# serial_adder

Figure 1. Power grid (serial_adder).
The bar under the picture is 20 um long. Pins as bars on the die edge.
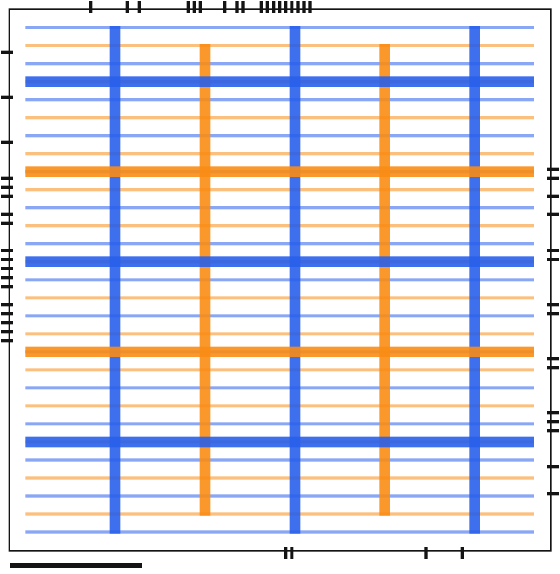
Figure 2. Cell classes on the final placement (serial_adder).
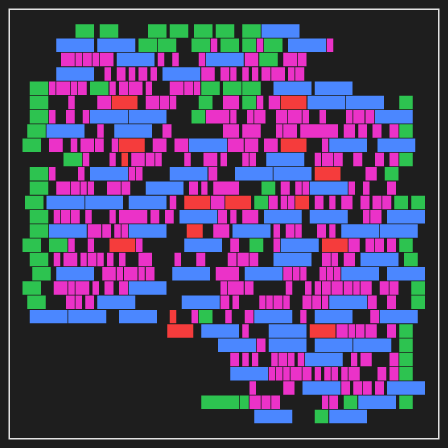
[config.mk]
export PLATFORM = sky130hd
export DESIGN_NAME = serial_adder
export DESIGN_NICKNAME = d
export VERILOG_FILES = /design/src/rtl/serial_adder.sv
export SDC_FILE = /design/constraint.sdc
export NUM_CORES = 1
export LEC_CHECK = 0
export CAP_MARGIN = 20
export CORE_MARGIN = 2
export CORE_UTILIZATION = 50
export DETAILED_ROUTE_END_ITERATION = 8
export GPL_ROUTABILITY_DRIVEN = 0
export PLACE_DENSITY = 0.83
export SKIP_LAST_GASP = 1
export SLEW_MARGIN = 25
export SYNTH_ARGS = -nofsm -noshare
export SYNTH_HDL_FRONTEND = slang
export SYNTH_SLANG_ARGS = --single-unit
[constraint.sdc]
create_clock -name in_clk -period 3 [get_ports in_clk]
set_input_delay 0.6 -clock in_clk [delete_from_list [all_inputs] [get_ports in_clk]]
set_output_delay 0.6 -clock in_clk [all_outputs]
set_load 0.1 [all_outputs]
[src/rtl/serial_adder.sv]
// serial_adder: bit-serial two's-complement adder, one full-adder cell and a carry flip-flop
//   in_clk, in_rst (sync, active-high), in_start, in_a, in_b, in_carry -> inputs
//   out_busy (ADD), out_ready (DONE pulse), out_sum, out_carry -> outputs
//   `define SERIAL_ADDER_OVERFLOW_EN adds out_overflow (signed overflow, held with out_sum)
module serial_adder #(
    parameter int BITS = 16
) (
    input  logic            in_clk,
    input  logic            in_rst,
    input  logic            in_start,
    input  logic [BITS-1:0] in_a,
    input  logic [BITS-1:0] in_b,
    input  logic            in_carry,
    output logic            out_busy,
    output logic            out_ready,
    output logic [BITS-1:0] out_sum,
    output logic            out_carry
`ifdef SERIAL_ADDER_OVERFLOW_EN
    ,
    output logic            out_overflow
`endif
);
    localparam int CW = $clog2(BITS);
    typedef enum logic [1:0] {IDLE, ADD, DONE} state_t;
    state_t state, nxt;
    logic [BITS-1:0] sa, sb, ss;
    logic [CW-1:0] cnt;
    logic c, s, co, last;
    always_comb begin
        s    = sa[0] ^ sb[0] ^ c;
        co   = (sa[0] & sb[0]) | (sa[0] & c) | (sb[0] & c);
        last = cnt == CW'(BITS - 1);
        nxt  = state == IDLE ? (in_start ? ADD : IDLE) :
               state == ADD  ? (last ? DONE : ADD) : IDLE;
    end
    assign out_busy  = state == ADD;
    assign out_ready = state == DONE;
    always_ff @(posedge in_clk) begin
        if (in_rst) begin
            state     <= IDLE;
            sa        <= '0;
            sb        <= '0;
            ss        <= '0;
            c         <= 1'b0;
            cnt       <= '0;
            out_sum   <= '0;
            out_carry <= 1'b0;
`ifdef SERIAL_ADDER_OVERFLOW_EN
            out_overflow <= 1'b0;
`endif
        end else begin
            state <= nxt;
            if (state == IDLE && in_start) begin
                sa  <= in_a;
                sb  <= in_b;
                c   <= in_carry;
                cnt <= '0;
                ss  <= '0;
            end else if (state == ADD) begin
                sa  <= sa >> 1;
                sb  <= sb >> 1;
                ss  <= {s, ss[BITS-1:1]};
                c   <= co;
                cnt <= cnt + 1'b1;
                if (last) begin
                    out_sum   <= {s, ss[BITS-1:1]};
                    out_carry <= co;
`ifdef SERIAL_ADDER_OVERFLOW_EN
                    // c here is the carry into the MSB, co the carry out of it
                    out_overflow <= c ^ co;
`endif
                end
            end
        end
    end
endmodule

==> COMMIT_EDITMSG <==
Log flow metrics for this revision

- The timing report lists the critical path depth as 3 cells.
- Layout cell share with drive strength beyond 1: 11.06%
- TritonCTS built the clock tree.
- R2R Path Start: state[0]
- In this run the number of H-tree levels came out at 3.
- The flow measured a signed area growth from synthesis to layout of 20.48%.
- Number of max-slew violations in the final report: 0
* Wirelength per Cell: 12.11 um
* Register share of total power: 52.5%
- Global routing put the most usage on met2.
- The synth_stat.txt file lists the number of cells as 372.
- HP Start: sa[5]
* Number of antenna cells inserted: 0
* First-pass GRT wire length: 9777 um
* # rows: 28
* Outcome: complete, no violations
* Power dissipated in the clock network: 0.680 mW
- The synthesized design devotes to its leading area cell type 47.29% of total area.
- Highest achievable clock rate: 464.5 MHz
* Post-Route WL: 5945 um
- Most common library cell in the layout ignoring fill and taps: dfxtp_1
- Measured along the y axis, the die boundary spans 81.53 um.
* Number of library cell types mapped by synthesis: 29
- The clock tree has to reach 71 sinks.
* Share of synthesized cell area in and, or, nand and nor gates: 18.86%
- Total power for the finished layout comes to 1.929 mW.
* Setup repair after global routing missed its margin: no
- Average cell area after synthesis: 8.079 um2
- Before any placement, the netlist area is recorded as 3005 um2.
## Picture notes: Figure 1
legend:
  blue:
    net: VSS
  orange:
    net: VDD
rows: 28
met1 rails: 29

## Picture notes: Figure 2
legend:
  magenta:
    class: remaining logic cells
    cells: 269
  red:
    class: clock drivers and dummy loads
    cells: 15
  blue:
    class: registers
    cells: 71
  green:
    class: remaining buffers and delay cells
    cells: 61

==> cell type report <==
type	count	area share (%)
flip-flops and latches	71	39.25
multi-input cells	249	35.97
repair buffers	61	15.27
clock buffers	13	4.388
well taps	75	2.592
inverters	20	2.073
clock inverters	2	0.4492
==> logic make-up (layout without fill, tap and decap cells) <==
logic type / Yosys count / count (layout)
AOI/OAI and AO/OA: 117 / 117
xor gates and xnor gates: 2 / 2
adders and majority gates: 2 / 2
and+or+nand+nor: 128 / 128
DFF: 71 / 71
buffers and inverters: 52 / 96
==> worst min path at each step <==
| stage | endpoint | slack [ps] | cells past startpoint |
|---|---|---|---|
| after floorplan | ss[1] | 430 | 2 |
| after global placement | sb[13] | 440 | 2 |
| after detailed placement | sa[8] | 450 | 2 |
| after CTS | sa[8] | 460 | 2 |
| after global routing | sa[8] | 470 | 2 |
| final | sa[4] | 450 | 2 |
==> worst register-to-register path: cells and delay by family (launching register included) <==
kind,cells,cell delay (ps)
simple gates,1,300
flops,1,560
buf+inv,2,590
compound gates,2,390
==> registers in the layout, summed over array words and instances, names as in the netlist <==
register and count:
sb 16, sa 16, out_carry 1, ss 15, state 2, cnt 4
out_sum 16, c 1

# multicycle_ctrl_flat

$ cat config.mk
export PLATFORM = sky130hd
export DESIGN_NAME = multicycle_ctrl_flat
export DESIGN_NICKNAME = d
export VERILOG_FILES = /design/src/rtl/multicycle_ctrl_if.sv /design/src/rtl/multicycle_ctrl.sv /design/src/flat_wrapper.sv
export SDC_FILE = /design/constraint.sdc
export NUM_CORES = 1
export LEC_CHECK = 0
export CAP_MARGIN = 20
export CORE_MARGIN = 5
export CORE_UTILIZATION = 44
export CTS_CLUSTER_DIAMETER = 60
export DETAILED_ROUTE_END_ITERATION = 16
export GPL_ROUTABILITY_DRIVEN = 1
export PLACE_DENSITY = 0.76
export SKIP_LAST_GASP = 1
export SYNTH_ARGS = -nofsm -noshare
export SYNTH_HDL_FRONTEND = slang
export SYNTH_SLANG_ARGS = --single-unit
$ cat constraint.sdc
create_clock -name clk -period 2.6 [get_ports clk]
set_input_delay 0.26 -clock clk [delete_from_list [all_inputs] [get_ports clk]]
set_output_delay 0.26 -clock clk [all_outputs]
set_load 0.1 [all_outputs]
$ cat src/rtl/multicycle_ctrl_if.sv
// Controller <-> datapath bundle: opcode/flags/handshake in, datapath controls and status out.
interface multicycle_ctrl_if;
  logic [10:0] Op;
  logic        Zero;
  logic        mem_ready;
  logic        PCWrite;
  logic        IRWrite;
  logic        Reg2Loc;
  logic        ALUSrc;
  logic        MemtoReg;
  logic        RegWrite;
  logic        MemRead;
  logic        MemWrite;
  logic        PCSrc;
  logic [1:0]  ALUOp;
  logic [3:0]  state;
  logic        instr_done;
  logic        fault;
  logic [15:0] instret;

  modport master (
    input  Op, Zero, mem_ready,
    output PCWrite, IRWrite, Reg2Loc, ALUSrc, MemtoReg, RegWrite, MemRead, MemWrite, PCSrc,
    output ALUOp, state, instr_done, fault, instret
  );

  modport slave (
    output Op, Zero, mem_ready,
    input  PCWrite, IRWrite, Reg2Loc, ALUSrc, MemtoReg, RegWrite, MemRead, MemWrite, PCSrc,
    input  ALUOp, state, instr_done, fault, instret
  );
endinterface

$ cat src/rtl/multicycle_ctrl.sv
// Multicycle controller for a small LEGv8 subset (LDUR, STUR, CBZ, ADD, SUB, AND, ORR).
// A memory wait that runs for TIMEOUT cycles, or an unknown opcode, parks the FSM in HALT.
//
// state  | meaning
// FETCH  | load instruction register
// DECODE | classify opcode
// ADDR   | compute load/store address
// MEMRD  | wait for load data
// LDWB   | write load data back, retire
// MEMWR  | wait for store completion, retire on ready
// RTYPE  | ALU operation
// RWB    | write ALU result back, retire
// CBZ    | branch decision, retire
// HALT   | illegal opcode or memory timeout; exit only by reset
module multicycle_ctrl #(
  parameter int TIMEOUT = 8
) (
  input  logic                  clk,
  input  logic                  reset,
  multicycle_ctrl_if.master     bus
);

  typedef enum logic [3:0] {
    S_FETCH  = 4'd0,
    S_DECODE = 4'd1,
    S_ADDR   = 4'd2,
    S_MEMRD  = 4'd3,
    S_LDWB   = 4'd4,
    S_MEMWR  = 4'd5,
    S_RTYPE  = 4'd6,
    S_RWB    = 4'd7,
    S_CBZ    = 4'd8,
    S_HALT   = 4'd9
  } state_t;

  localparam int WCW = $clog2(TIMEOUT + 1);

  state_t           state_q, state_d;
  logic [WCW-1:0]   wait_cnt;
  logic [15:0]      instret_q;
  logic             is_ldur, is_stur, is_cbz, is_rtype;
  logic             in_mem, wait_expired;
  logic             pc_write, ir_write, reg2loc, alu_src, mem_to_reg;
  logic             reg_write, mem_read, mem_write, pc_src;
  logic [1:0]       alu_op;

  // Opcode classification; Op stays stable from DECODE until the next FETCH.
  always_comb begin
    is_ldur  = (bus.Op == 11'b11111000010);
    is_stur  = (bus.Op == 11'b11111000000);
    is_cbz   = (bus.Op[10:3] == 8'b10110100);
    is_rtype = (bus.Op == 11'b10001011000) || (bus.Op == 11'b11001011000) ||
               (bus.Op == 11'b10001010000) || (bus.Op == 11'b10101010000);
  end

  assign in_mem       = (state_q == S_MEMRD) || (state_q == S_MEMWR);
  // Last permitted wait cycle: without ready now, the access has waited TIMEOUT cycles.
  assign wait_expired = (wait_cnt == WCW'(TIMEOUT - 1));

  // Next-state and control decode; ready takes priority over timeout.
  always_comb begin
    state_d    = state_q;
    pc_write   = 1'b0;
    ir_write   = 1'b0;
    reg2loc    = 1'b0;
    alu_src    = 1'b0;
    mem_to_reg = 1'b0;
    reg_write  = 1'b0;
    mem_read   = 1'b0;
    mem_write  = 1'b0;
    pc_src     = 1'b0;
    alu_op     = 2'b00;
    case (state_q)
      S_FETCH: begin
        ir_write = 1'b1;
        state_d  = S_DECODE;
      end
      S_DECODE: begin
        reg2loc = is_stur || is_cbz;
        if (is_ldur || is_stur) state_d = S_ADDR;
        else if (is_rtype)      state_d = S_RTYPE;
        else if (is_cbz)        state_d = S_CBZ;
        else                    state_d = S_HALT;
      end
      S_ADDR: begin
        alu_src = 1'b1;
        reg2loc = is_stur;
        state_d = is_ldur ? S_MEMRD : S_MEMWR;
      end
      S_MEMRD: begin
        mem_read = 1'b1;
        if (bus.mem_ready)      state_d = S_LDWB;
        else if (wait_expired)  state_d = S_HALT;
      end
      S_LDWB: begin
        reg_write  = 1'b1;
        mem_to_reg = 1'b1;
        pc_write   = 1'b1;
        state_d    = S_FETCH;
      end
      S_MEMWR: begin
        mem_write = 1'b1;
        reg2loc   = 1'b1;
        if (bus.mem_ready) begin
          pc_write = 1'b1;
          state_d  = S_FETCH;
        end else if (wait_expired) begin
          state_d  = S_HALT;
        end
      end
      S_RTYPE: begin
        alu_op  = 2'b10;
        state_d = S_RWB;
      end
      S_RWB: begin
        reg_write = 1'b1;
        alu_op    = 2'b10;
        pc_write  = 1'b1;
        state_d   = S_FETCH;
      end
      S_CBZ: begin
        alu_op   = 2'b01;
        pc_write = 1'b1;
        pc_src   = bus.Zero;
        reg2loc  = 1'b1;
        state_d  = S_FETCH;
      end
      S_HALT:  state_d = S_HALT;
      default: state_d = S_HALT;
    endcase
  end

  // State register.
  always_ff @(posedge clk or posedge reset) begin
    if (reset) state_q <= S_FETCH;
    else       state_q <= state_d;
  end

  // Memory wait counter: counts not-ready cycles in MEMRD/MEMWR, zero elsewhere.
  always_ff @(posedge clk or posedge reset) begin
    if (reset)                         wait_cnt <= '0;
    else if (in_mem && !bus.mem_ready) wait_cnt <= wait_cnt + WCW'(1);
    else                               wait_cnt <= '0;
  end

  // Retired-instruction counter, wraps naturally at 16 bits.
  always_ff @(posedge clk or posedge reset) begin
    if (reset)         instret_q <= 16'd0;
    else if (pc_write) instret_q <= instret_q + 16'd1;
  end

  assign bus.PCWrite    = pc_write;
  assign bus.IRWrite    = ir_write;
  assign bus.Reg2Loc    = reg2loc;
  assign bus.ALUSrc     = alu_src;
  assign bus.MemtoReg   = mem_to_reg;
  assign bus.RegWrite   = reg_write;
  assign bus.MemRead    = mem_read;
  assign bus.MemWrite   = mem_write;
  assign bus.PCSrc      = pc_src;
  assign bus.ALUOp      = alu_op;
  assign bus.state      = state_q;
  assign bus.instr_done = pc_write;
  assign bus.fault      = (state_q == S_HALT);
  assign bus.instret    = instret_q;

endmodule

$ cat src/flat_wrapper.sv
// flat-port wrapper written by rule: the top's interface ports become plain ports
module multicycle_ctrl_flat 
#(
  parameter int TIMEOUT = 8
)
  (clk, reset, bus_Op, bus_Zero, bus_mem_ready, bus_PCWrite, bus_IRWrite, bus_Reg2Loc, bus_ALUSrc, bus_MemtoReg, bus_RegWrite, bus_MemRead, bus_MemWrite, bus_PCSrc, bus_ALUOp, bus_state, bus_instr_done, bus_fault, bus_instret);
  multicycle_ctrl_if bus_i ();
  input  logic clk;
  input  logic reset;
  input wire logic [$bits(bus_i.Op)-1:0] bus_Op;
  input wire logic [$bits(bus_i.Zero)-1:0] bus_Zero;
  input wire logic [$bits(bus_i.mem_ready)-1:0] bus_mem_ready;
  output wire logic [$bits(bus_i.PCWrite)-1:0] bus_PCWrite;
  output wire logic [$bits(bus_i.IRWrite)-1:0] bus_IRWrite;
  output wire logic [$bits(bus_i.Reg2Loc)-1:0] bus_Reg2Loc;
  output wire logic [$bits(bus_i.ALUSrc)-1:0] bus_ALUSrc;
  output wire logic [$bits(bus_i.MemtoReg)-1:0] bus_MemtoReg;
  output wire logic [$bits(bus_i.RegWrite)-1:0] bus_RegWrite;
  output wire logic [$bits(bus_i.MemRead)-1:0] bus_MemRead;
  output wire logic [$bits(bus_i.MemWrite)-1:0] bus_MemWrite;
  output wire logic [$bits(bus_i.PCSrc)-1:0] bus_PCSrc;
  output wire logic [$bits(bus_i.ALUOp)-1:0] bus_ALUOp;
  output wire logic [$bits(bus_i.state)-1:0] bus_state;
  output wire logic [$bits(bus_i.instr_done)-1:0] bus_instr_done;
  output wire logic [$bits(bus_i.fault)-1:0] bus_fault;
  output wire logic [$bits(bus_i.instret)-1:0] bus_instret;
  assign bus_i.Op = bus_Op;
  assign bus_i.Zero = bus_Zero;
  assign bus_i.mem_ready = bus_mem_ready;
  assign bus_PCWrite = bus_i.PCWrite;
  assign bus_IRWrite = bus_i.IRWrite;
  assign bus_Reg2Loc = bus_i.Reg2Loc;
  assign bus_ALUSrc = bus_i.ALUSrc;
  assign bus_MemtoReg = bus_i.MemtoReg;
  assign bus_RegWrite = bus_i.RegWrite;
  assign bus_MemRead = bus_i.MemRead;
  assign bus_MemWrite = bus_i.MemWrite;
  assign bus_PCSrc = bus_i.PCSrc;
  assign bus_ALUOp = bus_i.ALUOp;
  assign bus_state = bus_i.state;
  assign bus_instr_done = bus_i.instr_done;
  assign bus_fault = bus_i.fault;
  assign bus_instret = bus_i.instret;
  multicycle_ctrl #(.TIMEOUT(TIMEOUT)) u_core (.clk(clk), .reset(reset), .bus(bus_i));
endmodule
Figure 3. Power grid (multicycle_ctrl_flat).
The bar under the picture is 20 um long. Pins as bars on the die edge.
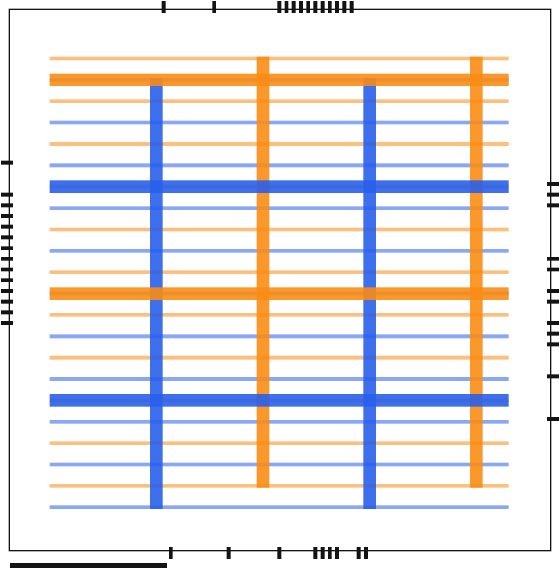
legend:
  blue:
    net: VSS
  orange:
    net: VDD
met4 straps: 4
met1 rails: 22
met5 straps: 4

==> COMMIT_EDITMSG <==
Log flow metrics for this revision

- Outcome: complete, no violations
- The worst register-to-register path begins at u_core.bus.state[3].
* Buffer depth of the longest clock path: 2
- Highest net fanout along the worst path: 3
- Remaining design rule violation count: 0
- Setup repair after global routing missed its margin: no
- Share of the cycle needed by the critical path after routing: 95.59%
* Register share after synthesis: 39.57%
- The first detailed-routing pass ran for 4 iterations.
* Post-Route WL: 3759 um
- Crit path buffers/inverters: 2
* Mapped cell area: 1518 um2
- Highest achievable clock rate: 402.3 MHz
* Critical R2R Capture: u_core.bus.instret[11]
- Syn nets: 171
* Post-layout total power: 2.905 mW
* Hold slack final: 135.2 ps
- In this run the layout overhead on the synthesized area is reported as 47.73%.
* Clk sink count: 24
- Minimum setup slack after placement: 72.03 ps
- Layout Cell Area excl Fill: 2242 um2
- After synthesis, the mean cell area works out to 9.855 um2.
- Of the post-synthesis cell area, the dominant cell type holds 39.57%.
* CP Depth: 6
- Post-layout nets: 224
- Mapped Cells: 154
Figure 4. Cell classes on the final placement (multicycle_ctrl_flat).
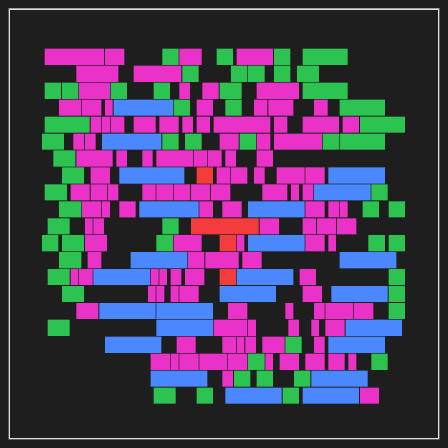
legend:
  green:
    class: remaining buffers and delay cells
    cells: 56
  blue:
    class: registers
    cells: 24
  magenta:
    class: remaining logic cells
    cells: 122
  red:
    class: clock drivers and dummy loads
    cells: 4

[state kept, by name (all words and copies together), names as in the netlist]
| name | count |
|---|---|
| u_core.bus.instret | 16 |
| u_core.bus.state | 4 |
| u_core.wait_cnt | 4 |
[cell families (layout without fill, tap and decap cells)]
logic type / after synthesis / after routing / synth area share, %
and+or+nand+nor: 70 / 70 / 30.83
DFF: 24 / 24 / 39.57
AOI/OAI and AO/OA: 22 / 22 / 10.64
xor gates and xnor gates: 18 / 18 / 10.39
buffers and inverters: 15 / 67 / 4.863
muxes: 3 / 3 / 2.061
adders and majority gates: 2 / 2 / 1.649
[cell type report]
type	count	area share, %
sequential	24	27.12
clock buffer	3	1.004
timing repair buffer	56	23.66
tap	46	2.567
multi-input combinational	115	42.41
clock inverter	1	1.339
inverter	7	1.897
[layer usage]
metal  vias up  track usage, %  share of wire (%)
li1        663               -                  -
met1       672           21.11                 42
met2        40           31.11                 53
met3         4           1.783                4.2
met4         0           5.353               0.96
met5         -               0                  0
[where the power goes]
part / total, mW / switching [mW] / leakage [nW] / internal (mW)
clock: 0.267 / 0.111 / 0.0279 / 0.156
combinational: 2.10 / 1.47 / 0.649 / 0.626
sequential: 0.543 / 0.0946 / 0.311 / 0.449

# ms_fpu_muldiv

===== config.mk =====
export PLATFORM = sky130hd
export DESIGN_NAME = ms_fpu_muldiv
export DESIGN_NICKNAME = d
export VERILOG_FILES = /design/src/rtl/ms_fpu_muldiv.sv
export SDC_FILE = /design/constraint.sdc
export NUM_CORES = 1
export LEC_CHECK = 0
export CAP_MARGIN = 20
export CORE_UTILIZATION = 50
export DETAILED_ROUTE_END_ITERATION = 8
export PLACE_DENSITY = 0.78
export REMOVE_ABC_BUFFERS = 1
export SLEW_MARGIN = 20
export SYNTH_ARGS = -nofsm -noshare
export SYNTH_HDL_FRONTEND = slang
export SYNTH_SLANG_ARGS = --single-unit

===== constraint.sdc =====
create_clock -name AClkH -period 11 [get_ports AClkH]
set_clock_uncertainty 0.2 [all_clocks]
set_input_delay 1.1 -clock AClkH [delete_from_list [all_inputs] [get_ports AClkH]]
set_output_delay 1.1 -clock AClkH [all_outputs]
set_load 0.02 [all_outputs]

===== src/rtl/ms_fpu_muldiv.sv =====
// Iterative shared mantissa multiplier (shift-add) / restoring divider for the FPU.
// Define MS_FPU_MULDIV_RADIX4_EN to retire two multiplier bits per multiply iteration.
module ms_fpu_muldiv (
  input  logic        AClkH,
  input  logic        AResetH,
  input  logic        AClkHEn,
  input  logic [31:0] AMulDivDataS,
  input  logic [31:0] AMulDivDataD,
  input  logic [1:0]  AMulDivStart,
  output logic [31:0] AMulDivDataR,
  output logic [31:0] AMulDivDataH,
  output logic        AMulDivWrEn
);

  typedef enum logic [1:0] {IDLE, MUL, DIV, DONE} stateT;

  localparam logic [4:0] DivIters = 5'd29;

  stateT       state;
  logic [4:0]  iterCount;
  logic [23:0] opS;
  logic [24:0] rem;
  logic [28:0] quot;

  logic        unusedHighBits;
  assign unusedHighBits = ^{AMulDivDataS[31:24], AMulDivDataD[31:24]};

  // Product register: accumulator in the upper part, multiplier shifting out of the bottom.
`ifdef MS_FPU_MULDIV_RADIX4_EN
  localparam logic [4:0] MulIters = 5'd12;
  localparam int ProdW = 50;
  logic [ProdW-1:0] prod, prodNext;
  logic [25:0]      s3, addend, mulSum;

  always_comb begin
    addend = '0;
    case (prod[1:0])
      2'd1:    addend = {2'b00, opS};
      2'd2:    addend = {1'b0, opS, 1'b0};
      2'd3:    addend = s3;
      default: addend = '0;
    endcase
    mulSum   = prod[49:24] + addend;
    prodNext = {2'b00, mulSum, prod[23:2]};
  end
`else
  localparam logic [4:0] MulIters = 5'd24;
  localparam int ProdW = 49;
  logic [ProdW-1:0] prod, prodNext;
  logic [24:0]      mulSum;

  always_comb begin
    mulSum   = prod[48:24] + (prod[0] ? {1'b0, opS} : 25'd0);
    prodNext = {1'b0, mulSum, prod[23:1]};
  end
`endif

  // Restoring step: dividend bits enter from the top of quot as quotient bits fill the bottom.
  logic [25:0] divShift;
  logic [24:0] divDiff, remNext;
  logic [28:0] quotNext;
  logic        qBit;

  always_comb begin
    divShift = {rem, quot[28]};
    qBit     = divShift >= {2'b00, opS};
    divDiff  = divShift[24:0] - {1'b0, opS};
    remNext  = qBit ? divDiff : divShift[24:0];
    quotNext = {quot[27:0], qBit};
  end

  always_ff @(posedge AClkH or posedge AResetH) begin
    if (AResetH) begin
      state        <= IDLE;
      iterCount    <= '0;
      opS          <= '0;
      prod         <= '0;
      rem          <= '0;
      quot         <= '0;
      AMulDivDataR <= '0;
      AMulDivDataH <= '0;
      AMulDivWrEn  <= 1'b0;
`ifdef MS_FPU_MULDIV_RADIX4_EN
      s3           <= '0;
`endif
    end else if (AClkHEn) begin
      if (AMulDivStart[0]) begin
        state       <= MUL;
        iterCount   <= MulIters;
        opS         <= AMulDivDataS[23:0];
        prod        <= ProdW'(AMulDivDataD[23:0]);
        AMulDivWrEn <= 1'b0;
`ifdef MS_FPU_MULDIV_RADIX4_EN
        s3          <= {2'b00, AMulDivDataS[23:0]} + {1'b0, AMulDivDataS[23:0], 1'b0};
`endif
      end else if (AMulDivStart[1]) begin
        state       <= DIV;
        iterCount   <= DivIters;
        opS         <= AMulDivDataS[23:0];
        rem         <= {2'b00, AMulDivDataD[23:1]};
        quot        <= {AMulDivDataD[0], 28'd0};
        AMulDivWrEn <= 1'b0;
      end else begin
        case (state)
          MUL: begin
            prod      <= prodNext;
            iterCount <= iterCount - 5'd1;
            if (iterCount == 5'd1) begin
              state        <= DONE;
              AMulDivDataR <= {3'b000, prodNext[47:19]};
              AMulDivDataH <= {13'd0, prodNext[18:0]};
              AMulDivWrEn  <= 1'b1;
            end
          end
          DIV: begin
            rem       <= remNext;
            quot      <= quotNext;
            iterCount <= iterCount - 5'd1;
            if (iterCount == 5'd1) begin
              state        <= DONE;
              AMulDivDataR <= (opS == 24'd0) ? 32'h1FFFFFFF : {3'b000, quotNext};
              AMulDivDataH <= (opS == 24'd0) ? 32'h0 : {7'd0, remNext};
              AMulDivWrEn  <= 1'b1;
            end
          end
          DONE: begin
            state       <= IDLE;
            AMulDivWrEn <= 1'b0;
          end
          default: state <= IDLE;
        endcase
      end
    end
  end

endmodule


Figure 5. Routed clock nets over the placement (ms_fpu_muldiv).
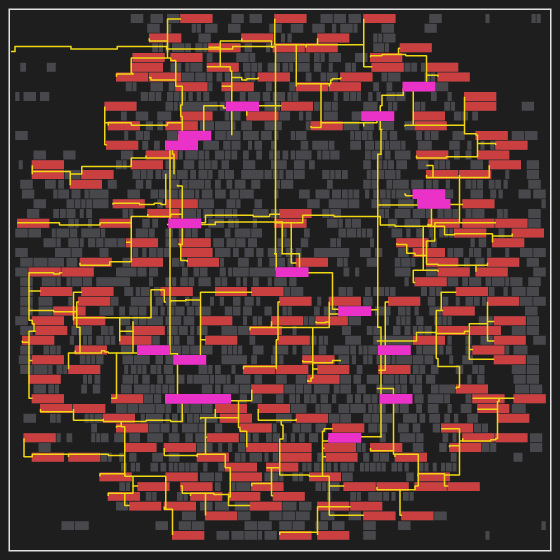
legend:
  yellow:
    item: clock wires
    length: 2410 um
  red:
    item: flip-flops
    count: 188
  magenta:
    item: clock-net drivers
    count: 17
routed clock nets: 18

Figure 6. Cell classes on the final placement (ms_fpu_muldiv).
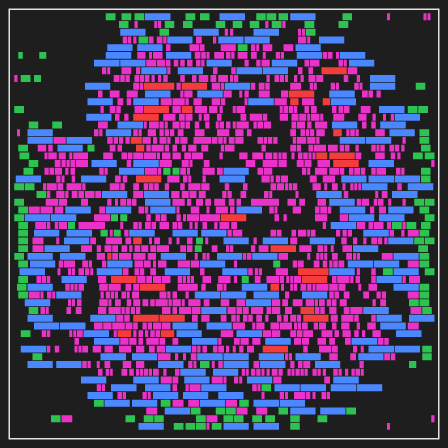
legend:
  green:
    class: remaining buffers and delay cells
    cells: 122
  blue:
    class: registers
    cells: 188
  magenta:
    class: remaining logic cells
    cells: 954
  red:
    class: clock drivers and dummy loads
    cells: 32

==> COMMIT_EDITMSG <==
Log flow metrics for this revision

* Worst Hold Endpoint: AMulDivDataR[20]
- Setup repair after global routing missed its margin: no
- Most numerous logic cells after layout: 188 x dfrtp_1, 155 x nand2_1, 123 x o21ai_0
- Buffer depth of the longest clock path: 2
- CP arrival: 4600 ps
* Crit path launch type: register
* I/O pin count: 134
- Outcome: complete, no violations
- Critical R2R Capture: AMulDivDataH[18]
* Number of antenna cells inserted: 0
- Synthesized-area fraction occupied by xor and xnor cells: 2.776%
* Remaining antenna violation count after routing: 0
- Startpoint of the most critical setup path: opS[0]
- In the floorplan report the effective utilization is 50.75%.
- Adder and majority cell fraction of the synthesized area: 6.368%
- Setup slack of the worst register-to-register path: 6510 ps
- The timing report attributes the biggest portion of critical-path delay to AND-OR/OR-AND gates.
- FILL cells: 1902
- Number of library cell types mapped by synthesis: 75
- The number of buffers and inverters on the critical path is 2.
* Source-to-sink clock delay at the later pin of the worst-skew pair: 440 ps
- Yosys reported that registers with async set or reset make up 100.0%.
* Clk sink count: 188
- The die is 150.6 um tall.
- The worst setup path is of the register to register kind.
- Layout overhead on the synthesized area: 16.84%
- For this run, the detailed router's first-pass iteration total came to 5.
-- stage by stage --
step	cell area, um2	instances	util (%)
floorplan	10690	1142	-
global placement	12280	1544	56.44
detailed placement	12280	1544	56.44
CTS	12890	1576	59.27
global route	12900	1576	59.30
finish	12900	1576	59.30
-- area by class of cell --
cell class	instances	area share [%]
clock buffers	20	3.618
clock inverters	12	1.164
inverters	50	1.513
multi-input cells	904	45.39
flip-flops and latches	188	36.47
well taps	280	2.716
repair buffers	122	9.136
-- per-layer routing --
metal  GRT usage [%]  vias to the layer above  share of wire [%]
li1                -                     4462                  -
met1           38.60                     4553                 46
met2           43.36                      289                 46
met3           3.333                       38                5.4
met4           8.450                        0                1.9
met5               0                        -                  0
-- report_power, final --
part	internal (mW)	switching, mW
Sequential	0.783	0.0984
Combinational	0.438	0.625
Clock	0.361	0.295
Total	1.58	1.02
-- tightest hold or removal path, cell delays in order (launching register included) --
cell and delay, ps:
dfrtp_1 350, nand2_1 40, o21ai_0 60
-- registers in the layout, summed over array words and instances (netlist names) --
register      count
prod             48
AMulDivDataR     29
quot             29
AMulDivDataH     25
rem              25
opS              24
iterCount         5
state             2
AMulDivWrEn       1

# lcd_write_arbiter

[config.mk]
export PLATFORM = sky130hd
export DESIGN_NAME = lcd_write_arbiter
export DESIGN_NICKNAME = d
export VERILOG_FILES = /design/src/rtl/lcd_write_arbiter.sv
export SDC_FILE = /design/constraint.sdc
export NUM_CORES = 1
export LEC_CHECK = 0
export ABC_AREA = 1
export CORE_UTILIZATION = 40
export CTS_CLUSTER_DIAMETER = 100
export DETAILED_ROUTE_END_ITERATION = 6
export GPL_TIMING_DRIVEN = 0
export PLACE_DENSITY = 0.89
export SYNTH_ARGS = -nofsm -noshare
export SYNTH_HDL_FRONTEND = slang
export SYNTH_SLANG_ARGS = --single-unit
[constraint.sdc]
create_clock -name CLK -period 1.53 [get_ports CLK]
set_clock_uncertainty 0.05 [all_clocks]
set_input_delay 0.2295 -clock CLK [delete_from_list [all_inputs] [get_ports CLK]]
set_output_delay 0.2295 -clock CLK [all_outputs]
set_load 0.01 [all_outputs]
[src/rtl/lcd_write_arbiter.sv]
// Two-requester packet arbiter and pacing sequencer for the LCD character-write port.
// Optional stall timeout is enabled by defining LCD_ARB_TIMEOUT_EN.
module lcd_write_arbiter #(
   parameter int unsigned TIMEOUT = 1024
) (
   input  logic       CLK,
   input  logic       RST,
   input  logic       req0_valid,
   input  logic       req0_row,
   input  logic [3:0] req0_col,
   input  logic [7:0] req0_char,
   input  logic       req0_last,
   output logic       req0_ready,
   input  logic       req1_valid,
   input  logic       req1_row,
   input  logic [3:0] req1_col,
   input  logic [7:0] req1_char,
   input  logic       req1_last,
   output logic       req1_ready,
   output logic       lcd_row,
   output logic [3:0] lcd_col,
   output logic [7:0] lcd_char,
   output logic       lcd_we,
   input  logic       lcd_busy,
   output logic [1:0] grant,
   output logic       done,
   output logic       abort
);

   typedef enum logic [2:0] {IDLE, ISSUE, WE, BLANK, WAIT} state_t;

   state_t     state, state_nx;
   logic [1:0] grant_nx;
   logic       ptr, ptr_nx;        // 1 = req1 served last
   logic       last_q;
   logic       sel_valid, sel_row, sel_last;
   logic [3:0] sel_col;
   logic [7:0] sel_char;
   logic       accept;
   logic       timeout_hit;

   always_comb begin
      sel_valid = (grant[0] & req0_valid) | (grant[1] & req1_valid);
      sel_row   = grant[1] ? req1_row  : req0_row;
      sel_col   = grant[1] ? req1_col  : req0_col;
      sel_char  = grant[1] ? req1_char : req0_char;
      sel_last  = grant[1] ? req1_last : req0_last;
   end

   assign accept     = (state == ISSUE) && sel_valid && !lcd_busy;
   assign req0_ready = accept & grant[0];
   assign req1_ready = accept & grant[1];

`ifdef LCD_ARB_TIMEOUT_EN
   logic [15:0] stall_cnt;

   assign timeout_hit = (state == ISSUE) && !sel_valid && (stall_cnt == 16'(TIMEOUT - 1));

   always_ff @(posedge CLK or negedge RST) begin
      if (!RST) begin
         stall_cnt <= '0;
      end else if (state != ISSUE || accept) begin
         stall_cnt <= '0;
      end else if (!sel_valid) begin
         stall_cnt <= stall_cnt + 16'd1;
      end
   end
`else
   logic [15:0] unused_timeout;

   assign unused_timeout = 16'(TIMEOUT);
   assign timeout_hit    = 1'b0;
`endif

   always_comb begin
      state_nx = state;
      grant_nx = grant;
      ptr_nx   = ptr;
      lcd_we   = 1'b0;
      done     = 1'b0;
      abort    = 1'b0;
      case (state)
         IDLE: begin
            if (req0_valid || req1_valid) begin
               // on a tie the requester not served last wins
               if (req0_valid && req1_valid) grant_nx = ptr ? 2'b01 : 2'b10;
               else                          grant_nx = {req1_valid, req0_valid};
               state_nx = ISSUE;
            end
         end
         ISSUE: begin
            if (accept) begin
               state_nx = WE;
            end else if (timeout_hit) begin
               abort    = 1'b1;
               ptr_nx   = grant[1];
               grant_nx = '0;
               state_nx = IDLE;
            end
         end
         WE: begin
            lcd_we   = 1'b1;
            state_nx = BLANK;
         end
         BLANK: state_nx = WAIT;
         WAIT: begin
            if (!lcd_busy) begin
               if (last_q) begin
                  done     = 1'b1;
                  ptr_nx   = grant[1];
                  grant_nx = '0;
                  state_nx = IDLE;
               end else begin
                  state_nx = ISSUE;
               end
            end
         end
         default: state_nx = IDLE;
      endcase
   end

   always_ff @(posedge CLK or negedge RST) begin
      if (!RST) begin
         state    <= IDLE;
         grant    <= '0;
         ptr      <= 1'b1;
         last_q   <= 1'b0;
         lcd_row  <= 1'b0;
         lcd_col  <= '0;
         lcd_char <= '0;
      end else begin
         state <= state_nx;
         grant <= grant_nx;
         ptr   <= ptr_nx;
         if (accept) begin
            lcd_row  <= sel_row;
            lcd_col  <= sel_col;
            lcd_char <= sel_char;
            last_q   <= sel_last;
         end
      end
   end

endmodule
Figure 7. Power grid (lcd_write_arbiter).
The bar under the picture is 20 um long. Pins as bars on the die edge.
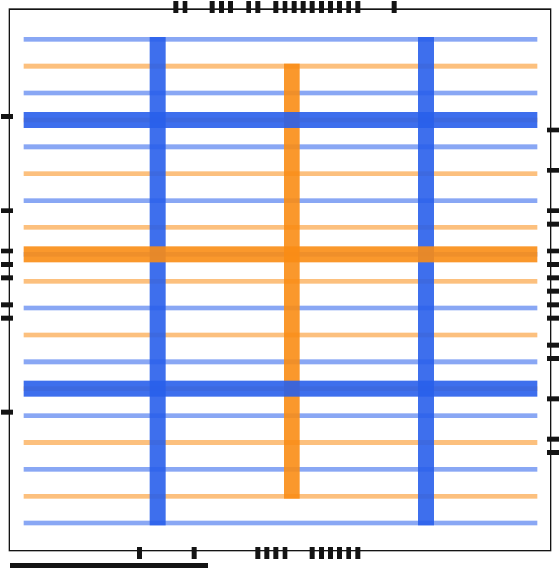
legend:
  blue:
    net: VSS
  orange:
    net: VDD
signal pins: 53
met4 straps: 3
met5 straps: 3
met1 rails: 19

==> COMMIT_EDITMSG <==
Log flow metrics for this revision

- The flow ran to the end, but the final reports show violations.
* Violated checks: negative setup slack
* Layout Cell Area excl Fill: 1953 um2
- Overall Global Routing Usage: 23.22%
- The global router reports that the layer with the highest usage is met2.
- Average cell area after synthesis: 6.843 um2
* Internal portion of total power: 2.089 mW
* Setup slack of the worst register-to-register path: 120 ps
- The most numerous cell type found on the critical path is nand2_2.
* Number of buffers other than clock buffers in the final layout: 77
- Number of flip-flops and latches: 20
- After synthesis, the netlist uses 17 different library cells.
- Max rail drop VDD: 0.001563 V
- Remaining global-route overflow: 0
- Detailed-route iteration 0 reported a violation count of 43.
* Max layer used: met4
- On the final layout, the worst hold slack is 353.9 ps.
- Number of clock buffers in the layout: 3
* Crit path launch type: input port
- In the final report, the number of endpoints failing setup comes to 3.
- Cell group occupying the most layout area: buffers
- # rows: 18
- Critical path's largest stage delay: 560 ps
- The first detailed-routing pass took 4 iterations.
- In the post-route analysis, the smallest setup slack over all paths is -111.7 ps.
* Mapped Cells: 162
- Register share of total power: 26.5%
* Hpwl dp: 1979 um
[timing repair]
action	CTS	global route
buffers inserted	14	6
pin swaps	4	7
setup endpoints to repair	5	21
resized	30	18
gates cloned	0	1
[power groups by stage]
| stage | logic, mW | registers, mW | clock network (mW) |
|---|---|---|---|
| after floorplan | 0.774 | 0.990 | 0 |
| after global placement | 1.46 | 0.918 | 0 |
| after detailed placement | 1.49 | 0.924 | 0 |
| after CTS | 1.81 | 0.915 | 0.438 |
| after global routing | 2.30 | 0.950 | 0.468 |
| final | 2.12 | 0.922 | 0.437 |
[state kept, by name, summed over array words and instances, names as in the netlist]
register  flops
lcd_row       1
ptr           1
last_q        1
grant         2
lcd_col       4
state         3
lcd_char      8
[synthesized netlist by cell type (all sizes together)]
| cell | number | area [um2] |
|---|---|---|
| a21oi | 1 | 5.000 |
| buf | 7 | 48.79 |
| conb | 1 | 3.750 |
| dfrtp | 19 | 475.5 |
| dfstp | 1 | 26.28 |
| inv | 10 | 37.54 |
| nand2 | 86 | 330.3 |
| nand3 | 20 | 100.1 |
| nand4 | 1 | 6.260 |
| nor2 | 10 | 45.04 |
| nor3 | 2 | 10.01 |
| o21ai | 4 | 20.02 |

# spi_peripheral

Figure 8. Power grid (spi_peripheral).
The bar under the picture is 20 um long. Pins as bars on the die edge.
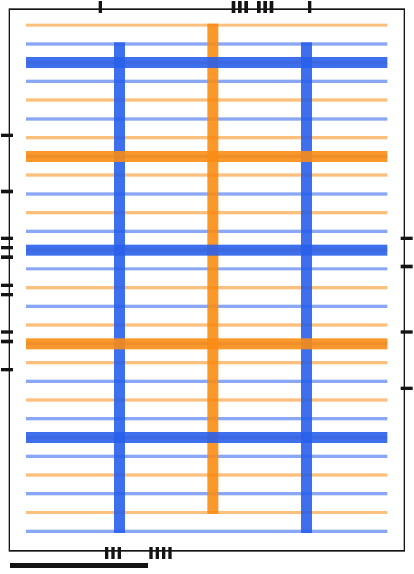
Figure 9. Cell classes on the final placement (spi_peripheral).
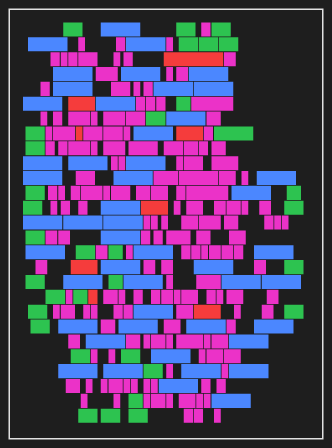
**src/rtl/spi_pkg.sv**
```systemverilog
// rtl/spi_pkg.sv - shared SPI types and default constants
//
// Purpose: state encoding for the SPI responder and the default frame
// width / idle fill word, shared with the SPI controller side.
// Ports: none (package).

package spi_pkg;

  typedef enum logic {
    IDLE   = 1'b0,
    ACTIVE = 1'b1
  } spi_state_t;

  localparam int              SPI_DATA_WIDTH = 8;
  localparam logic [7:0]      SPI_FILL_WORD  = 8'hFF;

endpackage : spi_pkg

```
**src/rtl/spi_sync_edge.sv**
```systemverilog
// rtl/spi_sync_edge.sv - multi-flop synchroniser with rise/fall detection
//
// Purpose: brings one asynchronous pin into the clk_i domain and flags
// its edges by comparing the last synchroniser flop with a history flop.
// Ports:
//   clk_i      in  1  sampling clock
//   reset_n_i  in  1  synchronous active-low reset
//   d_i        in  1  asynchronous input
//   level_o    out 1  synchronised level
//   rise_o     out 1  one-cycle pulse on a 0->1 transition of level_o
//   fall_o     out 1  one-cycle pulse on a 1->0 transition of level_o

module spi_sync_edge #(
  parameter int   SYNC_STAGES = 2,
  parameter logic RESET_VAL   = 1'b0
) (
  input  logic clk_i,
  input  logic reset_n_i,
  input  logic d_i,
  output logic level_o,
  output logic rise_o,
  output logic fall_o
);

  logic [SYNC_STAGES-1:0] r_sync;
  logic                   r_hist;

  // Reset to the pin's idle level so no false edge appears after reset.
  always_ff @(posedge clk_i) begin
    if (!reset_n_i) begin
      r_sync <= {SYNC_STAGES{RESET_VAL}};
      r_hist <= RESET_VAL;
    end else begin
      r_sync <= {r_sync[SYNC_STAGES-2:0], d_i};
      r_hist <= r_sync[SYNC_STAGES-1];
    end
  end

  assign level_o = r_sync[SYNC_STAGES-1];
  assign rise_o  =  r_sync[SYNC_STAGES-1] & ~r_hist;
  assign fall_o  = ~r_sync[SYNC_STAGES-1] &  r_hist;

endmodule : spi_sync_edge

```
**src/rtl/spi_peripheral.sv**
```systemverilog
// rtl/spi_peripheral.sv - oversampled SPI mode-0 responder with RX/TX byte streams
//
// Purpose: deserialises PICO frames onto a valid/ready RX stream and
// serialises a held TX word (or the fill word) onto POCI, MSB first.
// Ports:
//   clk_system_i  in  1   system clock
//   reset_n_i     in  1   synchronous active-low reset
//   sck_i         in  1   SPI clock (async)
//   cs_i          in  1   chip select, active-low (async)
//   pico_i        in  1   controller-out data (async)
//   poci_o        out 1   peripheral-out data
//   poci_oe_o     out 1   POCI output enable
//   rx_data_o     out DW  received word
//   rx_valid_o    out 1   rx_data_o valid
//   rx_ready_i    in  1   consumer accepts rx_data_o
//   tx_data_i     in  DW  word to transmit
//   tx_valid_i    in  1   tx_data_i valid
//   tx_ready_o    out 1   holding register empty
//   overrun_o     out 1   sticky: a received word was dropped
//   busy_o        out 1   selected (synchronised chip select)

module spi_peripheral
  import spi_pkg::*;
#(
  parameter int                    DATA_WIDTH  = SPI_DATA_WIDTH,
  parameter int                    SYNC_STAGES = 2,
  parameter logic [DATA_WIDTH-1:0] FILL_WORD   = {DATA_WIDTH{1'b1}}
) (
  input  logic                  clk_system_i,
  input  logic                  reset_n_i,
  input  logic                  sck_i,
  input  logic                  cs_i,
  input  logic                  pico_i,
  output logic                  poci_o,
  output logic                  poci_oe_o,
  output logic [DATA_WIDTH-1:0] rx_data_o,
  output logic                  rx_valid_o,
  input  logic                  rx_ready_i,
  input  logic [DATA_WIDTH-1:0] tx_data_i,
  input  logic                  tx_valid_i,
  output logic                  tx_ready_o,
  output logic                  overrun_o,
  output logic                  busy_o
);

  localparam int                CNT_W    = $clog2(DATA_WIDTH + 1);
  localparam logic [CNT_W-1:0]  CNT_FULL = CNT_W'(DATA_WIDTH);
  localparam logic [CNT_W-1:0]  CNT_LAST = CNT_W'(DATA_WIDTH - 1);

  logic w_sck_rise, w_sck_fall, w_cs_rise, w_cs_fall, w_pico;
  logic w_sck_level_unused, w_cs_level_unused;
  logic w_pico_rise_unused, w_pico_fall_unused;

  spi_sync_edge #(.SYNC_STAGES(SYNC_STAGES), .RESET_VAL(1'b0)) u_sck_sync (
    .clk_i(clk_system_i), .reset_n_i(reset_n_i), .d_i(sck_i),
    .level_o(w_sck_level_unused), .rise_o(w_sck_rise), .fall_o(w_sck_fall)
  );

  spi_sync_edge #(.SYNC_STAGES(SYNC_STAGES), .RESET_VAL(1'b1)) u_cs_sync (
    .clk_i(clk_system_i), .reset_n_i(reset_n_i), .d_i(cs_i),
    .level_o(w_cs_level_unused), .rise_o(w_cs_rise), .fall_o(w_cs_fall)
  );

  // Same depth as SCK so PICO is aligned with the detected SCK edge.
  spi_sync_edge #(.SYNC_STAGES(SYNC_STAGES), .RESET_VAL(1'b0)) u_pico_sync (
    .clk_i(clk_system_i), .reset_n_i(reset_n_i), .d_i(pico_i),
    .level_o(w_pico), .rise_o(w_pico_rise_unused), .fall_o(w_pico_fall_unused)
  );

  spi_state_t              r_state, w_state_next;
  logic [DATA_WIDTH-1:0]   r_tx_shift;
  logic [DATA_WIDTH-2:0]   r_rx_shift;
  logic [CNT_W-1:0]        r_bit_cnt;
  logic [DATA_WIDTH-1:0]   r_hold;
  logic                    r_hold_full;
  logic                    r_poci, r_poci_oe;
  logic [DATA_WIDTH-1:0]   r_rx_data;
  logic                    r_rx_valid;
  logic                    r_overrun;

  logic                    w_active, w_frame_load, w_word_done, w_tx_fire;
  logic [DATA_WIDTH-1:0]   w_load_word;
  logic [DATA_WIDTH-1:0]   w_rx_word;

  always_ff @(posedge clk_system_i) begin
    if (!reset_n_i) r_state <= IDLE;
    else            r_state <= w_state_next;
  end

  // CS deassertion wins over any SCK edge seen in the same cycle.
  always_comb begin
    w_state_next = r_state;
    case (r_state)
      IDLE:    if (w_cs_fall) w_state_next = ACTIVE;
      ACTIVE:  if (w_cs_rise) w_state_next = IDLE;
      default: w_state_next = IDLE;
    endcase
  end

  assign w_active    = (r_state == ACTIVE) && !w_cs_rise;
  // A frame load happens at selection and on the SCK fall after a full word,
  // which is what allows back-to-back frames under one CS.
  assign w_frame_load = ((r_state == IDLE) && w_cs_fall) ||
                        (w_active && w_sck_fall && (r_bit_cnt == CNT_FULL));
  assign w_word_done = w_active && w_sck_rise && (r_bit_cnt == CNT_LAST);
  assign w_load_word = r_hold_full ? r_hold : FILL_WORD;
  assign w_rx_word   = {r_rx_shift, w_pico};
  assign w_tx_fire   = tx_valid_i && !r_hold_full;

  always_ff @(posedge clk_system_i) begin
    if (!reset_n_i) begin
      r_tx_shift  <= '0;
      r_rx_shift  <= '0;
      r_bit_cnt   <= '0;
      r_hold      <= '0;
      r_hold_full <= 1'b0;
      r_poci      <= 1'b0;
      r_poci_oe   <= 1'b0;
      r_rx_data   <= '0;
      r_rx_valid  <= 1'b0;
      r_overrun   <= 1'b0;
    end else begin
      // A write can only land while empty, so a simultaneous frame load
      // has already taken FILL_WORD and the new word stays held.
      if (w_tx_fire) begin
        r_hold      <= tx_data_i;
        r_hold_full <= 1'b1;
      end else if (w_frame_load) begin
        r_hold_full <= 1'b0;
      end

      if (w_word_done) begin
        if (!r_rx_valid || rx_ready_i) begin
          r_rx_data  <= w_rx_word;
          r_rx_valid <= 1'b1;
        end else begin
          r_overrun  <= 1'b1;
        end
      end else if (r_rx_valid && rx_ready_i) begin
        r_rx_valid <= 1'b0;
      end

      if (w_frame_load) begin
        r_tx_shift <= w_load_word;
        r_poci     <= w_load_word[DATA_WIDTH-1];
        r_poci_oe  <= 1'b1;
        r_bit_cnt  <= '0;
      end else if (r_state == ACTIVE) begin
        if (w_cs_rise) begin
          r_poci     <= 1'b0;
          r_poci_oe  <= 1'b0;
          r_bit_cnt  <= '0;
          r_rx_shift <= '0;
        end else begin
          if (w_sck_rise) begin
            r_rx_shift <= w_rx_word[DATA_WIDTH-2:0];
            r_bit_cnt  <= r_bit_cnt + CNT_W'(1);
          end
          if (w_sck_fall) begin
            r_tx_shift <= {r_tx_shift[DATA_WIDTH-2:0], 1'b0};
            r_poci     <= r_tx_shift[DATA_WIDTH-2];
          end
        end
      end
    end
  end

  assign poci_o     = r_poci;
  assign poci_oe_o  = r_poci_oe;
  assign rx_data_o  = r_rx_data;
  assign rx_valid_o = r_rx_valid;
  assign tx_ready_o = !r_hold_full;
  assign overrun_o  = r_overrun;
  assign busy_o     = (r_state == ACTIVE);

endmodule : spi_peripheral

```
**config.mk**
```make
export PLATFORM = sky130hd
export DESIGN_NAME = spi_peripheral
export DESIGN_NICKNAME = d
export VERILOG_FILES = /design/src/rtl/spi_pkg.sv /design/src/rtl/spi_sync_edge.sv /design/src/rtl/spi_peripheral.sv
export SDC_FILE = /design/constraint.sdc
export NUM_CORES = 1
export LEC_CHECK = 0
export ABC_AREA = 0
export CORE_ASPECT_RATIO = 1.4
export CORE_MARGIN = 2
export CORE_UTILIZATION = 53
export DETAILED_ROUTE_END_ITERATION = 8
export PLACE_DENSITY = 0.86
export SLEW_MARGIN = 30
export SYNTH_ARGS = -nofsm -noshare
export SYNTH_HDL_FRONTEND = slang
export SYNTH_SLANG_ARGS = --single-unit
```
**constraint.sdc**
```tcl
create_clock -name clk_system_i -period 1.8 [get_ports clk_system_i]
set_input_delay 0.18 -clock clk_system_i [delete_from_list [all_inputs] [get_ports clk_system_i]]
set_output_delay 0.18 -clock clk_system_i [all_outputs]
set_load 0.05 [all_outputs]
```
==> COMMIT_EDITMSG <==
Log flow metrics for this revision

- Summed over all failing endpoints, the final setup total negative slack is 0 ps.
- For this run the detailed placement stage logged an HPWL of 2772 um.
- Global-route met1 utilization: 23.96%
- FILL cells: 320
* Worst slew pin tran: 516.0 ps
* Number of antenna cells inserted: 0
- GP Congestion: 0.8339
- Share of the cycle needed by the critical path after routing: 94.72%
- Per the post-place timing report, worst setup slack is 144.7 ps.
- Outcome: complete, no violations
* Setup slack of the worst register-to-register path: 100 ps
* Mux contribution to synthesized area: 0%
- Total number of yosys warnings: 0
- Worst Setup End Kind: register
- Detail-routed via count per cell: 5.500
* Number of library cell types mapped by synthesis: 41
* Synthesized-area fraction occupied by xor and xnor cells: 0%
* Most used routing layer: met2
* CTS root buffer: clkbuf_8
* Max rail drop VDD: 0.0007026 V
- In the final report, the number of hold violations comes to 0.
* Clk sink count: 48
- Number of flip-flops and latches in the synthesized netlist: 48
* Post-Route WL: 4068 um
- The data required time reported for the critical path is 1970 ps.
- Looking at the clock tree report, the H-tree level count equals 2.
- In the final routed layout, each cell accounts on average for 13.74 um.
* Critical R2R Capture: r_tx_shift[1]
## Picture notes: Figure 8
legend:
  orange:
    net: VDD
  blue:
    net: VSS
met5 straps: 5
signal pins: 29
met1 rails: 28

## Picture notes: Figure 9
legend:
  blue:
    class: registers
    cells: 48
  magenta:
    class: remaining logic cells
    cells: 164
  green:
    class: remaining buffers and delay cells
    cells: 33
  red:
    class: clock drivers and dummy loads
    cells: 8

==> through the flow <==
step / total power, mW / util, % / hold slack, ps / std cells
after floorplan: 1.251 / - / 281.5 / 224
after global placement: 1.309 / 62.05 / 401.1 / 288
after CTS: 2.066 / 64.85 / 430.3 / 296
after detailed placement: 1.315 / 62.05 / 405.1 / 288
final: 2.050 / 64.85 / 421.4 / 296
after global routing: 2.126 / 64.85 / 447.2 / 296
==> power groups by stage <==
stage	Combinational, mW	Sequential (mW)	Clock, mW
floorplan	0.105	1.15	0
global placement	0.168	1.14	0
detailed placement	0.172	1.14	0
CTS	0.173	1.12	0.774
global route	0.190	1.12	0.813
finish	0.173	1.12	0.758
==> critical path, stage by stage (launching register included) <==
cell,delay (ps)
dfxtp_1,430
inv_1,70
ha_1,190
and3b_1,210
or3_4,440
o21ai_1,170
a221oi_1,80
==> layout make-up <==
cell class,instances,share of cell area [%]
clock buffer,6,2.906
clock inverter,2,1.403
inverter,13,1.954
multi-input combinational,151,40.08
sequential,48,38.48
tap,43,2.154
timing repair buffer,33,13.03


==> layout pictures side by side <==
Routed clock nets over the placement.
(a)
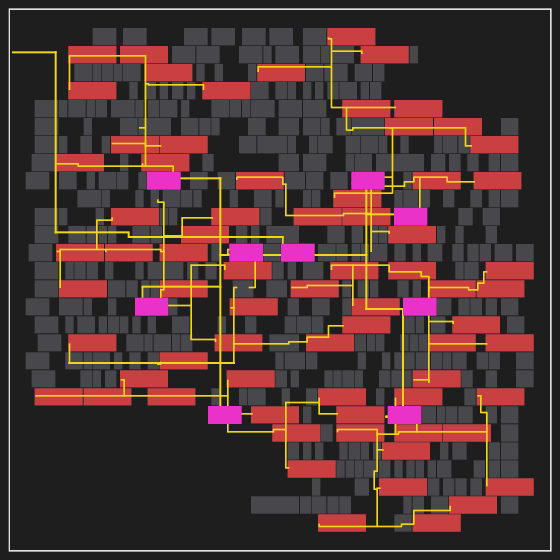
(b)
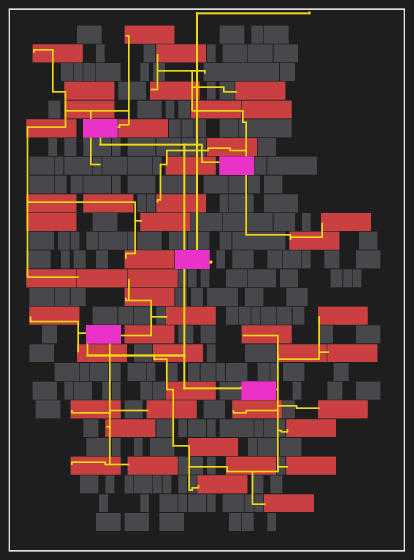
(c)
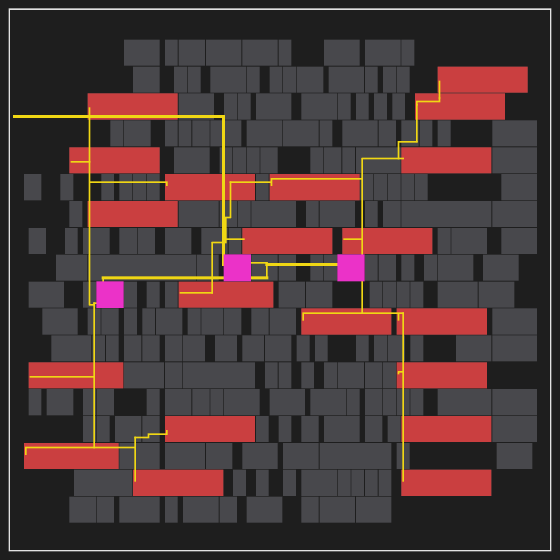
(d)
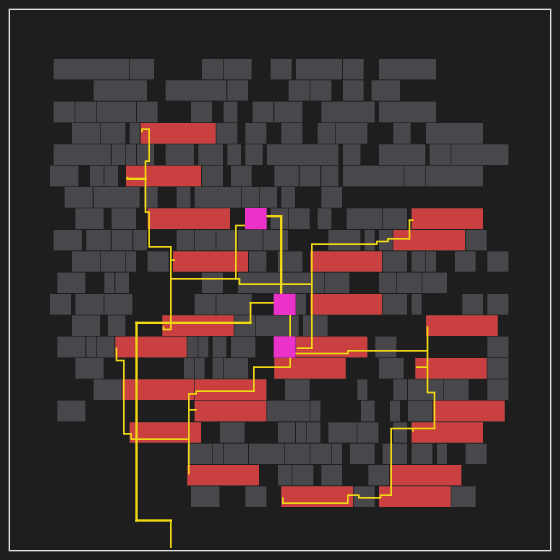
| from | picture |
|---|---|
| spi_peripheral | (b) |
| multicycle_ctrl_flat | (d) |
| lcd_write_arbiter | (c) |
| serial_adder | (a) |

Power and IR drop assume default switching activity.
